# ---- design 1 ----
## src/rtl/free_list_if.sv

```systemverilog
// Rename-stage <-> free list port bundle: allocation requests/grants, commit
// returns, flush and status. master = rename/commit side, slave = free list.
interface free_list_if #(
  parameter int N_WAY    = 3,
  parameter int CDB_BITS = 6,
  parameter int CNT_BITS = 6
);
  localparam int AV_BITS = $clog2(N_WAY + 1);

  logic [N_WAY-1:0]               dis_req;
  logic [N_WAY-1:0][CDB_BITS-1:0] pr_freelist;
  logic [N_WAY-1:0]               pr_valid;
  logic [AV_BITS-1:0]             avail;
  logic [N_WAY-1:0]               retire_valid;
  logic [N_WAY-1:0][CDB_BITS-1:0] retire_pr;
  logic                           flush;
  logic [CNT_BITS-1:0]            free_count;
  logic                           error;

  modport master (
    output dis_req, retire_valid, retire_pr, flush,
    input  pr_freelist, pr_valid, avail, free_count, error
  );

  modport slave (
    input  dis_req, retire_valid, retire_pr, flush,
    output pr_freelist, pr_valid, avail, free_count, error
  );
endinterface

```

## src/rtl/free_list.sv

```systemverilog
// R10K-style physical register free list: circular queue of free tags, N_WAY
// allocs and N_WAY frees per cycle, single-cycle flush recovery by head rewind.
module free_list_lane #(
  parameter int PTR_BITS = 5,
  parameter int CNT_BITS = 6
) (
  input  logic                req_i,
  input  logic                ret_i,
  input  logic [CNT_BITS-1:0] k_i,
  input  logic [CNT_BITS-1:0] j_i,
  input  logic [PTR_BITS-1:0] head_i,
  input  logic [PTR_BITS-1:0] tail_i,
  input  logic [CNT_BITS-1:0] cnt_i,
  input  logic [CNT_BITS-1:0] room_i,
  input  logic                block_i,
  output logic                grant_o,
  output logic [PTR_BITS-1:0] rd_idx_o,
  output logic                wr_en_o,
  output logic [PTR_BITS-1:0] wr_idx_o
);
  // k_i/j_i are the number of active slots below this one in each group
  assign grant_o  = req_i && !block_i && (k_i < cnt_i);
  assign rd_idx_o = head_i + k_i[PTR_BITS-1:0];
  assign wr_en_o  = ret_i && (j_i < room_i);
  assign wr_idx_o = tail_i + j_i[PTR_BITS-1:0];
endmodule

module free_list #(
  parameter int N_WAY      = 3,
  parameter int PR_COUNT   = 64,
  parameter int ARCH_COUNT = 32,
  parameter int CDB_BITS   = $clog2(PR_COUNT)
) (
  input  logic        clk_i,
  input  logic        rst_ni,
  free_list_if.slave  fl_if
);
  localparam int D        = PR_COUNT - ARCH_COUNT;
  localparam int PTR_BITS = $clog2(D);
  localparam int CNT_BITS = $clog2(D + 1);
  localparam int AV_BITS  = $clog2(N_WAY + 1);

  logic [D-1:0][CDB_BITS-1:0] entries_q, entries_d;
  logic [PTR_BITS-1:0]        head_q, head_d, tail_q, tail_d;
  logic [CNT_BITS-1:0]        cnt_q, cnt_d;
  logic                       err_q, err_d;

  logic [N_WAY-1:0][CNT_BITS-1:0] k_pre, j_pre;
  logic [N_WAY-1:0][PTR_BITS-1:0] rd_idx, wr_idx;
  logic [N_WAY-1:0]               grant, wr_en;
  logic [CNT_BITS-1:0]            g_cnt, r_cnt, r_eff, room;
  logic                           block;

  // Grants are suppressed while flushing and while reset is held
  assign block = fl_if.flush || !rst_ni;

  always_comb begin
    logic [CNT_BITS-1:0] ka, ja;
    ka    = '0;
    ja    = '0;
    k_pre = '0;
    j_pre = '0;
    for (int i = 0; i < N_WAY; i++) begin
      k_pre[i] = ka;
      j_pre[i] = ja;
      ka = ka + CNT_BITS'(fl_if.dis_req[i]);
      ja = ja + CNT_BITS'(fl_if.retire_valid[i]);
    end
    r_cnt = ja;
  end

  always_comb begin
    g_cnt = '0;
    for (int i = 0; i < N_WAY; i++) g_cnt = g_cnt + CNT_BITS'(grant[i]);
  end

  // Free slots left after this cycle's grants; retires beyond it are dropped
  assign room  = CNT_BITS'(D) - cnt_q + g_cnt;
  assign r_eff = (r_cnt > room) ? room : r_cnt;

  for (genvar i = 0; i < N_WAY; i++) begin : g_lane
    free_list_lane #(
      .PTR_BITS (PTR_BITS),
      .CNT_BITS (CNT_BITS)
    ) u_lane (
      .req_i    (fl_if.dis_req[i]),
      .ret_i    (fl_if.retire_valid[i]),
      .k_i      (k_pre[i]),
      .j_i      (j_pre[i]),
      .head_i   (head_q),
      .tail_i   (tail_q),
      .cnt_i    (cnt_q),
      .room_i   (room),
      .block_i  (block),
      .grant_o  (grant[i]),
      .rd_idx_o (rd_idx[i]),
      .wr_en_o  (wr_en[i]),
      .wr_idx_o (wr_idx[i])
    );
    assign fl_if.pr_freelist[i] = entries_q[rd_idx[i]];
  end

  assign fl_if.pr_valid   = grant;
  assign fl_if.avail      = (cnt_q >= CNT_BITS'(N_WAY)) ? AV_BITS'(N_WAY)
                                                        : cnt_q[AV_BITS-1:0];
  assign fl_if.free_count = cnt_q;
  assign fl_if.error      = err_q;

  always_comb begin
    entries_d = entries_q;
    for (int i = 0; i < N_WAY; i++)
      if (wr_en[i]) entries_d[wr_idx[i]] = fl_if.retire_pr[i];
    tail_d = tail_q + r_eff[PTR_BITS-1:0];
    err_d  = err_q || (r_cnt > room);
    // Squashed tags still sit between the new tail and the old head, so
    // rewinding head to tail reclaims all of them at once.
    if (fl_if.flush) begin
      head_d = tail_d;
      cnt_d  = CNT_BITS'(D);
    end else begin
      head_d = head_q + g_cnt[PTR_BITS-1:0];
      cnt_d  = cnt_q - g_cnt + r_eff;
    end
  end

  always_ff @(posedge clk_i or negedge rst_ni) begin
    if (!rst_ni) begin
      for (int i = 0; i < D; i++) entries_q[i] <= CDB_BITS'(ARCH_COUNT + i);
      head_q <= '0;
      tail_q <= '0;
      cnt_q  <= CNT_BITS'(D);
      err_q  <= 1'b0;
    end else begin
      entries_q <= entries_d;
      head_q    <= head_d;
      tail_q    <= tail_d;
      cnt_q     <= cnt_d;
      err_q     <= err_d;
    end
  end
endmodule
```

## src/flat_wrapper.sv

```systemverilog
// flat-port wrapper written by rule: the top's interface ports become plain ports
module free_list_flat 
#(
  parameter int N_WAY      = 3,
  parameter int PR_COUNT   = 64,
  parameter int ARCH_COUNT = 32,
  parameter int CDB_BITS   = $clog2(PR_COUNT)
)
  (clk_i, rst_ni, fl_if_dis_req, fl_if_retire_valid, fl_if_retire_pr, fl_if_flush, fl_if_pr_freelist, fl_if_pr_valid, fl_if_avail, fl_if_free_count, fl_if_error);
  free_list_if #(.N_WAY(N_WAY), .CDB_BITS(CDB_BITS)) fl_if_i ();
  input  logic clk_i;
  input  logic rst_ni;
  input wire logic [$bits(fl_if_i.dis_req)-1:0] fl_if_dis_req;
  input wire logic [$bits(fl_if_i.retire_valid)-1:0] fl_if_retire_valid;
  input wire logic [$bits(fl_if_i.retire_pr)-1:0] fl_if_retire_pr;
  input wire logic [$bits(fl_if_i.flush)-1:0] fl_if_flush;
  output wire logic [$bits(fl_if_i.pr_freelist)-1:0] fl_if_pr_freelist;
  output wire logic [$bits(fl_if_i.pr_valid)-1:0] fl_if_pr_valid;
  output wire logic [$bits(fl_if_i.avail)-1:0] fl_if_avail;
  output wire logic [$bits(fl_if_i.free_count)-1:0] fl_if_free_count;
  output wire logic [$bits(fl_if_i.error)-1:0] fl_if_error;
  assign fl_if_i.dis_req = fl_if_dis_req;
  assign fl_if_i.retire_valid = fl_if_retire_valid;
  assign fl_if_i.retire_pr = fl_if_retire_pr;
  assign fl_if_i.flush = fl_if_flush;
  assign fl_if_pr_freelist = fl_if_i.pr_freelist;
  assign fl_if_pr_valid = fl_if_i.pr_valid;
  assign fl_if_avail = fl_if_i.avail;
  assign fl_if_free_count = fl_if_i.free_count;
  assign fl_if_error = fl_if_i.error;
  free_list #(.N_WAY(N_WAY), .PR_COUNT(PR_COUNT), .ARCH_COUNT(ARCH_COUNT), .CDB_BITS(CDB_BITS)) u_core (.clk_i(clk_i), .rst_ni(rst_ni), .fl_if(fl_if_i));
endmodule
```

## config.mk

```make
export PLATFORM = sky130hd
export DESIGN_NAME = free_list_flat
export DESIGN_NICKNAME = d
export VERILOG_FILES = /design/src/rtl/free_list_if.sv /design/src/rtl/free_list.sv /design/src/flat_wrapper.sv
export SDC_FILE = /design/constraint.sdc
export NUM_CORES = 1
export LEC_CHECK = 0
export CORE_MARGIN = 1
export CORE_UTILIZATION = 34
export DETAILED_ROUTE_END_ITERATION = 10
export PLACE_DENSITY_LB_ADDON = 0.12
export SLEW_MARGIN = 25
export SYNTH_ARGS = -nofsm -noshare
export SYNTH_HDL_FRONTEND = slang
export SYNTH_SLANG_ARGS = --single-unit
```

## constraint.sdc

```tcl
create_clock -name clk_i -period 5.38 [get_ports clk_i]
set_input_delay 1.345 -clock clk_i [delete_from_list [all_inputs] [get_ports clk_i]]
set_output_delay 1.345 -clock clk_i [all_outputs]
set_load 0.01 [all_outputs]
```

# ---- design 2 ----
--- config.mk ---
export PLATFORM = sky130hd
export DESIGN_NAME = boid_xcel_seq
export DESIGN_NICKNAME = d
export VERILOG_FILES = /design/src/rtl/boid_xcel_pkg.sv /design/src/rtl/boid_fall_edge_det.sv /design/src/rtl/boid_xcel_seq.sv
export SDC_FILE = /design/constraint.sdc
export NUM_CORES = 1
export LEC_CHECK = 0
export ABC_AREA = 1
export CAP_MARGIN = 20
export CORE_ASPECT_RATIO = 1.2
export CORE_MARGIN = 2
export CORE_UTILIZATION = 42
export DETAILED_ROUTE_END_ITERATION = 10
export GPL_TIMING_DRIVEN = 0
export PLACE_DENSITY_LB_ADDON = 0.08
export SYNTH_ARGS = -nofsm -noshare
export SYNTH_HDL_FRONTEND = slang
export SYNTH_SLANG_ARGS = --single-unit
--- constraint.sdc ---
create_clock -name clk -period 1.1 [get_ports clk]
set_input_delay 0.22 -clock clk [delete_from_list [all_inputs] [get_ports clk]]
set_output_delay 0.22 -clock clk [all_outputs]
set_load 0.03 [all_outputs]
--- src/rtl/boid_xcel_pkg.sv ---
// ---------------------------------------------------------------------------
// boid_xcel_pkg
// Shared definitions for the boid accelerator sequencer.
//   seq_state_e     : sequencer states (IDLE, SA_INIT, SA_LD, SA_CALC, AC_WB)
//   WB_*            : bit positions of the write-back field enables
//   WB_MASK_DEFAULT : fields written back after a boid is fully accumulated
//   ceil_div()      : neighbour group count for a given boid/lane count
// ---------------------------------------------------------------------------
package boid_xcel_pkg;

   typedef enum logic [2:0] {
      IDLE,
      SA_INIT,
      SA_LD,
      SA_CALC,
      AC_WB
   } seq_state_e;

   localparam int WB_WIDTH   = 7;
   localparam int WB_POS_X   = 0;
   localparam int WB_POS_Y   = 1;
   localparam int WB_VEL_X   = 2;
   localparam int WB_VEL_Y   = 3;
   localparam int WB_HEADING = 4;
   localparam int WB_NCOUNT  = 5;
   localparam int WB_FLAGS   = 6;

   // Position, velocity and heading are rewritten every frame; the neighbour
   // count and flag fields are left to the host by default.
   localparam logic [WB_WIDTH-1:0] WB_MASK_DEFAULT =
      WB_WIDTH'((1 << WB_POS_X) | (1 << WB_POS_Y) | (1 << WB_VEL_X) |
                (1 << WB_VEL_Y) | (1 << WB_HEADING));

   function automatic int ceil_div(input int a, input int b);
      return (a + b - 1) / b;
   endfunction

endpackage

--- src/rtl/boid_fall_edge_det.sv ---
// ---------------------------------------------------------------------------
// boid_fall_edge_det
// Registered 1-bit falling-edge detector.
//   clk      : clock
//   reset_n  : asynchronous active-low reset
//   i_level  : level being watched
//   o_fall   : one-cycle pulse, one cycle after i_level is first sampled low
//              following a high sample
// ---------------------------------------------------------------------------
module boid_fall_edge_det (
   input  logic clk,
   input  logic reset_n,
   input  logic i_level,
   output logic o_fall
);

   logic r_prev;
   logic r_fall;

   // The pulse itself is registered so the sequencer never sees a
   // combinational path from the trigger inputs.
   always_ff @(posedge clk or negedge reset_n) begin
      if (!reset_n) begin
         r_prev <= 1'b0;
         r_fall <= 1'b0;
      end else begin
         r_prev <= i_level;
         r_fall <= r_prev & ~i_level;
      end
   end

   assign o_fall = r_fall;

endmodule

--- src/rtl/boid_xcel_seq.sv ---
// ---------------------------------------------------------------------------
// boid_xcel_seq
// Sequencer for the boid accelerator datapath. Walks each boid as "self"
// against all boids as neighbours, NUM_LANES neighbours per calc cycle.
//   clk, reset_n          : clock, asynchronous active-low reset
//   en, is_refilling      : ORed frame trigger; a falling edge starts a frame
//   mem_valid             : memory data valid for the pending read request
//   step_mode, step       : when step_mode=1, AC_WB waits for a step pulse
//   which_boid, nbr_base  : self index, index of lane 0's neighbour
//   lane_mask             : per-lane neighbour valid
//   r_en_tot, r_en_itr    : self-state / neighbour-group read requests
//   calc_en, wb_en        : accumulate strobe, write-back field enables
//   busy, frame_done      : not idle, end-of-frame pulse
// ---------------------------------------------------------------------------
module boid_xcel_seq
   import boid_xcel_pkg::*;
#(
   parameter int                  NUM_BOIDS = 8,
   parameter int                  NUM_LANES = 2,
   parameter logic [WB_WIDTH-1:0] WB_MASK   = WB_MASK_DEFAULT,
   localparam int IW = ($clog2(NUM_BOIDS) > 1) ? $clog2(NUM_BOIDS) : 1
)(
   input  logic                 clk,
   input  logic                 reset_n,
   input  logic                 en,
   input  logic                 is_refilling,
   input  logic                 mem_valid,
   input  logic                 step_mode,
   input  logic                 step,
   output logic [IW-1:0]        which_boid,
   output logic [IW-1:0]        nbr_base,
   output logic [NUM_LANES-1:0] lane_mask,
   output logic                 r_en_tot,
   output logic                 r_en_itr,
   output logic                 calc_en,
   output logic [WB_WIDTH-1:0]  wb_en,
   output logic                 busy,
   output logic                 frame_done
);

   // Counter width leaves headroom so nbr_ctr + lane never wraps.
   localparam int            CW      = $clog2(NUM_BOIDS + NUM_LANES) + 1;
   localparam logic [CW-1:0] C_BOIDS = CW'(NUM_BOIDS);
   localparam logic [CW-1:0] C_LANES = CW'(NUM_LANES);
   localparam logic [CW-1:0] C_LAST  = CW'(NUM_BOIDS - 1);

   seq_state_e           r_state;
   seq_state_e           w_next;
   logic [CW-1:0]        r_self;
   logic [CW-1:0]        r_nbr;
   logic [CW-1:0]        w_self_next;
   logic [CW-1:0]        w_nbr_next;
   logic [CW-1:0]        w_nbr_step;
   logic [NUM_LANES-1:0] w_lane_ok;
   logic                 w_level;
   logic                 w_trig;
   logic                 w_wb_release;

   assign w_level      = en | is_refilling;
   assign w_nbr_step   = r_nbr + C_LANES;
   assign w_wb_release = !(step_mode && !step);

   boid_fall_edge_det u_trig (
      .clk     (clk),
      .reset_n (reset_n),
      .i_level (w_level),
      .o_fall  (w_trig)
   );

   // State and both counters move together on every clock.
   always_ff @(posedge clk or negedge reset_n) begin
      if (!reset_n) begin
         r_state <= IDLE;
         r_self  <= '0;
         r_nbr   <= '0;
      end else begin
         r_state <= w_next;
         r_self  <= w_self_next;
         r_nbr   <= w_nbr_next;
      end
   end

   // Next-state and counter update. Triggers outside IDLE are simply dropped,
   // and all-masked groups are still visited so frame timing never depends
   // on the data.
   always_comb begin
      w_next      = r_state;
      w_self_next = r_self;
      w_nbr_next  = r_nbr;
      case (r_state)
         IDLE: begin
            w_self_next = '0;
            w_nbr_next  = '0;
            if (w_trig) w_next = SA_INIT;
         end
         SA_INIT: begin
            if (mem_valid) w_next = SA_LD;
         end
         SA_LD: begin
            if (mem_valid) w_next = SA_CALC;
         end
         SA_CALC: begin
            w_nbr_next = w_nbr_step;
            w_next     = (w_nbr_step >= C_BOIDS) ? AC_WB : SA_LD;
         end
         AC_WB: begin
            if (w_wb_release) begin
               w_nbr_next = '0;
               if (r_self == C_LAST) begin
                  w_self_next = '0;
                  w_next      = IDLE;
               end else begin
                  w_self_next = r_self + CW'(1);
                  w_next      = SA_INIT;
               end
            end
         end
         default: w_next = IDLE;
      endcase
   end

   // A lane is valid when its neighbour exists and is not self.
   always_comb begin
      w_lane_ok = '0;
      for (int l = 0; l < NUM_LANES; l++) begin
         w_lane_ok[l] = ((r_nbr + CW'(l)) < C_BOIDS) && ((r_nbr + CW'(l)) != r_self);
      end
   end

   // Output decode from registered state and counters. frame_done marks the
   // AC_WB exit cycle, so it also reflects the step release of that cycle.
   always_comb begin
      which_boid = '0;
      nbr_base   = '0;
      lane_mask  = '0;
      r_en_tot   = 1'b0;
      r_en_itr   = 1'b0;
      calc_en    = 1'b0;
      wb_en      = '0;
      busy       = (r_state != IDLE);
      frame_done = 1'b0;
      case (r_state)
         SA_INIT: begin
            r_en_tot   = 1'b1;
            which_boid = r_self[IW-1:0];
         end
         SA_LD: begin
            r_en_itr   = 1'b1;
            which_boid = r_self[IW-1:0];
            nbr_base   = r_nbr[IW-1:0];
            lane_mask  = w_lane_ok;
         end
         SA_CALC: begin
            calc_en    = 1'b1;
            lane_mask  = w_lane_ok;
         end
         AC_WB: begin
            wb_en      = WB_MASK;
            which_boid = r_self[IW-1:0];
            frame_done = w_wb_release && (r_self == C_LAST);
         end
         default: ;
      endcase
   end

endmodule
# ---- design 3 ----
**config.mk**
```make
export PLATFORM = sky130hd
export DESIGN_NAME = register_dump_unit
export DESIGN_NICKNAME = d
export VERILOG_FILES = /design/src/rtl/register_dump_unit.sv
export SDC_FILE = /design/constraint.sdc
export NUM_CORES = 1
export LEC_CHECK = 0
export ABC_CLOCK_PERIOD_IN_PS = 2300
export CORE_MARGIN = 2
export CORE_UTILIZATION = 47
export CTS_CLUSTER_SIZE = 20
export DETAILED_ROUTE_END_ITERATION = 16
export GPL_TIMING_DRIVEN = 0
export HOLD_SLACK_MARGIN = 0.12
export PLACE_DENSITY = 0.78
export REMOVE_ABC_BUFFERS = 1
export SETUP_SLACK_MARGIN = 0.5
export SKIP_CTS_REPAIR_TIMING = 1
export SLEW_MARGIN = 25
export SYNTH_ARGS = -nofsm -noshare
export SYNTH_HDL_FRONTEND = slang
export SYNTH_SLANG_ARGS = --single-unit
export TNS_END_PERCENT = 5
```
**constraint.sdc**
```tcl
create_clock -name i_clk -period 2.3 [get_ports i_clk]
set_clock_uncertainty 0.15 [all_clocks]
set_input_delay 0.345 -clock i_clk [delete_from_list [all_inputs] [get_ports i_clk]]
set_output_delay 0.345 -clock i_clk [all_outputs]
set_load 0.02 [all_outputs]
```
**src/rtl/register_dump_unit.sv**
```systemverilog
// Debug register dump: walks every register on the debug read port and streams each
// captured word out as bytes, MSB first, over a valid/ready byte interface.
module register_dump_unit #(
  parameter int unsigned BITS_REGS = 5,
  parameter int unsigned BITS_SIZE = 32,
  parameter int unsigned REG_SIZE  = 32
) (
  input  logic                 i_clk,
  input  logic                 i_reset,
  input  logic                 i_start,
  input  logic [BITS_SIZE-1:0] i_reg_data,
  input  logic                 i_tx_ready,
  output logic [BITS_REGS-1:0] o_reg_addr,
  output logic [7:0]           o_tx_data,
  output logic                 o_tx_valid,
  output logic                 o_busy,
  output logic                 o_done
);

  localparam int unsigned BYTES = BITS_SIZE / 8;
  localparam int unsigned IDX_W = (BYTES > 1) ? $clog2(BYTES) : 1;
  localparam logic [IDX_W-1:0]     LAST_BYTE = IDX_W'(BYTES - 1);
  localparam logic [BITS_REGS-1:0] LAST_ADDR = BITS_REGS'(REG_SIZE - 1);

  typedef enum logic [2:0] {StIdle, StSetup, StSend, StNext, StDone} state_e;

  state_e                r_state, w_state_d;
  logic [BITS_REGS-1:0]  r_addr, w_addr_d;
  logic [BITS_SIZE-1:0]  r_word, w_word_d;
  logic [IDX_W-1:0]      r_byte_idx, w_byte_idx_d;
  logic [BITS_SIZE-1:0]  w_word_sh;

  always_ff @(posedge i_clk) begin
    if (i_reset) begin
      r_state    <= StIdle;
      r_addr     <= '0;
      r_word     <= '0;
      r_byte_idx <= '0;
    end else begin
      r_state    <= w_state_d;
      r_addr     <= w_addr_d;
      r_word     <= w_word_d;
      r_byte_idx <= w_byte_idx_d;
    end
  end

  always_comb begin
    w_state_d    = r_state;
    w_addr_d     = r_addr;
    w_word_d     = r_word;
    w_byte_idx_d = r_byte_idx;
    unique case (r_state)
      StIdle: begin
        if (i_start) begin
          w_addr_d  = '0;
          w_state_d = StSetup;
        end
      end
      StSetup: begin
        w_word_d     = i_reg_data;
        w_byte_idx_d = '0;
        w_state_d    = StSend;
      end
      StSend: begin
        // Valid is asserted for the whole state, so ready alone completes the handshake.
        if (i_tx_ready) begin
          if (r_byte_idx == LAST_BYTE) begin
            w_state_d = StNext;
          end else begin
            w_byte_idx_d = r_byte_idx + IDX_W'(1);
          end
        end
      end
      StNext: begin
        if (r_addr == LAST_ADDR) begin
          w_state_d = StDone;
        end else begin
          w_addr_d  = r_addr + BITS_REGS'(1);
          w_state_d = StSetup;
        end
      end
      StDone: begin
        w_addr_d  = '0;
        w_state_d = StIdle;
      end
      default: w_state_d = StIdle;
    endcase
  end

  // Shift the selected byte to the top of the word so the slice base stays constant.
  assign w_word_sh  = r_word << {r_byte_idx, 3'b000};
  assign o_tx_data  = (r_state == StSend) ? w_word_sh[BITS_SIZE-1 -: 8] : 8'h00;
  assign o_tx_valid = (r_state == StSend);
  assign o_busy     = (r_state != StIdle);
  assign o_done     = (r_state == StDone);
  assign o_reg_addr = r_addr;

endmodule

```
### Placement view, design 2

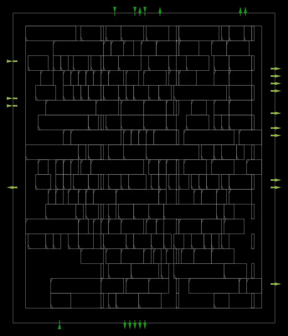
Flops: 14
non-filler cells, final: 228
flop share of the area: 21.2%
row count: 19
Core ar.: 2230 sq um

### Metal 3, design 2

Scale bar: 10 microns.
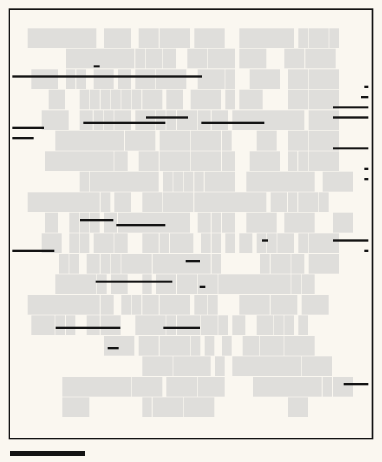
wire length on this layer: 119 microns
longest straight run: 24.8 microns
share of all routed wire: 4.1%
nets with wire on the layer: 22

==> metrics.cfg, design 2 <==
[setup_path]
cp_num_cells=8
critPathKind=reg -> out

[cells_and_area]
nets=207

[timing]
hold_viol=0
rsz0062_at_grt=true
fin_worst_skew_ps=3.87
finalSetupViolCount=29
setup_ws_ps=-585
drv_slew=0

[outcome]
violations=negative setup slack
status=finished with violations

[worst_hold_path]
hp-class=in -> async

[place]
port_buffers=23
hpwl_mm=1.76

[drt]
wl_met1_mm=1.07

[yosys]
edf_count=0
adder_share_pct=2.57

[flow_run]
cap_violations=0

[grt]
grt_max_degree=15

[clock_tree]
clockBufferDepth=2
cts_buffers=3

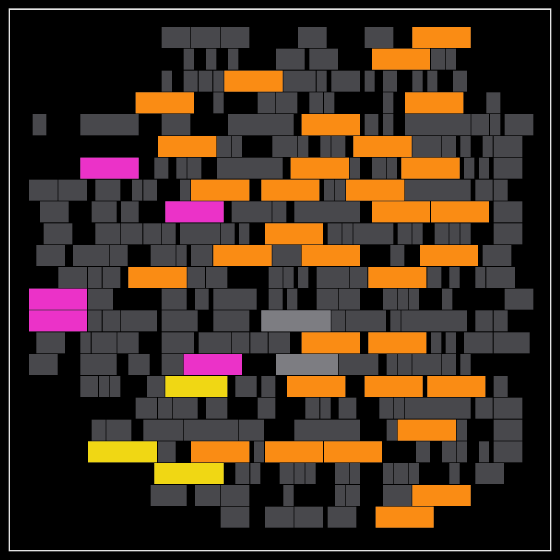
*Sequential cells grouped by signal name, design 3*
Other sequential cells in the stronger grey, the rest of the logic in the fainter grey.
legend:
  `r_state`:
    colour: yellow
    flops: 3
  `o_reg_addr`:
    colour: magenta
    flops: 5
    where: west
  `r_word`:
    colour: orange
    flops: 32
not coloured: 2

==> metrics.cfg, design 3 <==
[outcome]
status=finished, final reports clean

[yosys]
netlist_instances=218
ys_seq_elements=42
ys_area_sq_um=1890
seq_area_frac_synth_pct=44.6
ys_cells=218
ys_sh_mux_pct=9.56

[drt]
dr_wl_met3_microns=285
via_count=1727

[cells_and_area]
final_area_sq_um=2570
largest_reg_flops=32

[timing]
hold_viol=0
finalSetupViolCount=0
maxSlewHeadroom_pct=52.4

[grt]
grt_pass1_wl_mm=6.61
grt_use_met2_pct=31.1
top_usage_layer=met2

[power]
seqPwrFrac_pct=51.3

[worst_hold_path]
hold_depth=2

[setup_path]
critPathCaptureType=primary output
max_stage_delay_ps=480

[place]
place_inst=304
place_area_sq_um=2430

[clock_tree]
cts_tree=yes

### Placement view, design 1

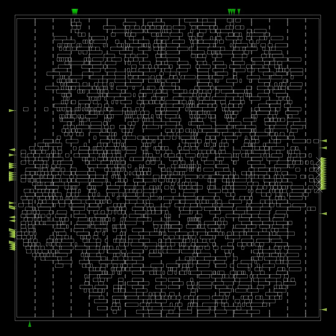
FILL cells: 4954
tap cells: 688
non-filler cells, final: 2628
flop share of the area: 23.3%

==> metrics.cfg, design 1 <==
[cells_and_area]
largest_class=multi-input combinational cells
logic_area_sq_um=12500
flop-count=209
utilization_pct=43.6
nets=1991
lay_top_count=buf_4
inv_count=22

[timing]
finalSetupViolCount=3
setup_ws_ps=-184
drv_slew=0
hold_viol=0
fin_worst_skew_ps=24.1
hold_slack_ps=542
fmax_mhz=180

[clock_tree]
insertion_delay_ps=600
clockBufferDepth=3
postCtsSetupBuffers=25
holdBufCountCts=0
cts_buffers=27
numClockSinks=209

[setup_path]
worstPathRequired_ps=5900
crit_family=adder cells
startpoint=fl_if_dis_req[0]
cp.arrival_ps=6090

[power]
seq_power_mw=3.77
p_leak_nw=8.98

[die]
rows=84
io_pins=57
core_area_sq_um=52900

[grt]
grt_use_total_pct=33.0
antenna_found_initial=0
globalRouteMet1Util_pct=45.6
grt_use_met2_pct=49.0
top_usage_layer=met2

[yosys]
ys.flop_type=dfstp_2
netlist_area_sq_um=18300
top_cell_area_share_pct=20.7
synth.most_common_cell=a21oi_1
syn_nets=1791
netlist_instances=1719
compound_area_share_pct=28.9
adder_share_pct=3.45

[place]
place_area_sq_um=21400

[outcome]
status=finished with violations
violations=design-rule violations, negative setup slack

[flow_run]
warnings=38

[drt]
routed_wirelength_mm=90.6
drc_errors=5
wl_met2_mm=39.1


==> notes/layouts.md <==
Pictures saved along the way, in no particular order.

Signal wires on met1.
panel A
Scale bar: 20 microns.
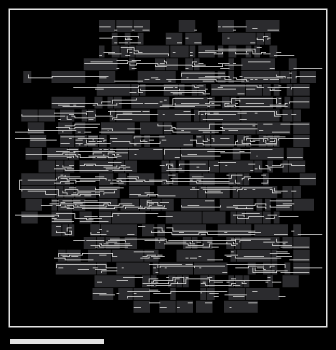
panel B
Scale bar: 10 microns.
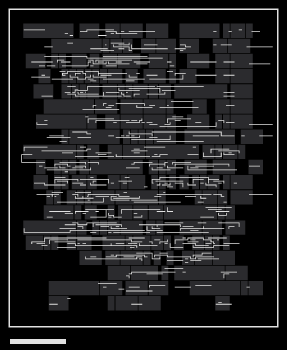
panel C
Scale bar: 50 microns.
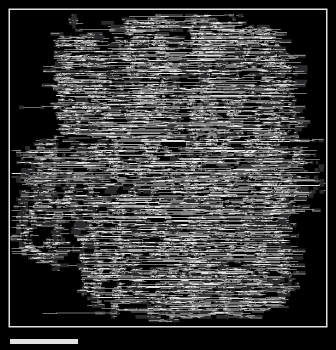
panel C -> design 1
panel B -> design 2
panel A -> design 3



==> gallery <==
Signal wires on met2.
Plate I
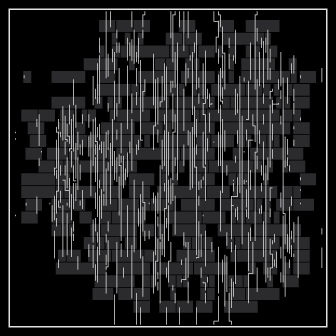
Plate II
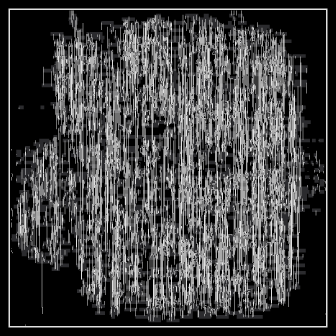
Plate III
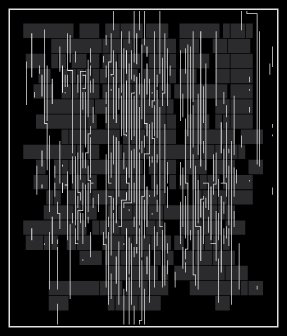
Design 3 is Plate I.
Design 2 is Plate III.
Design 1 is Plate II.

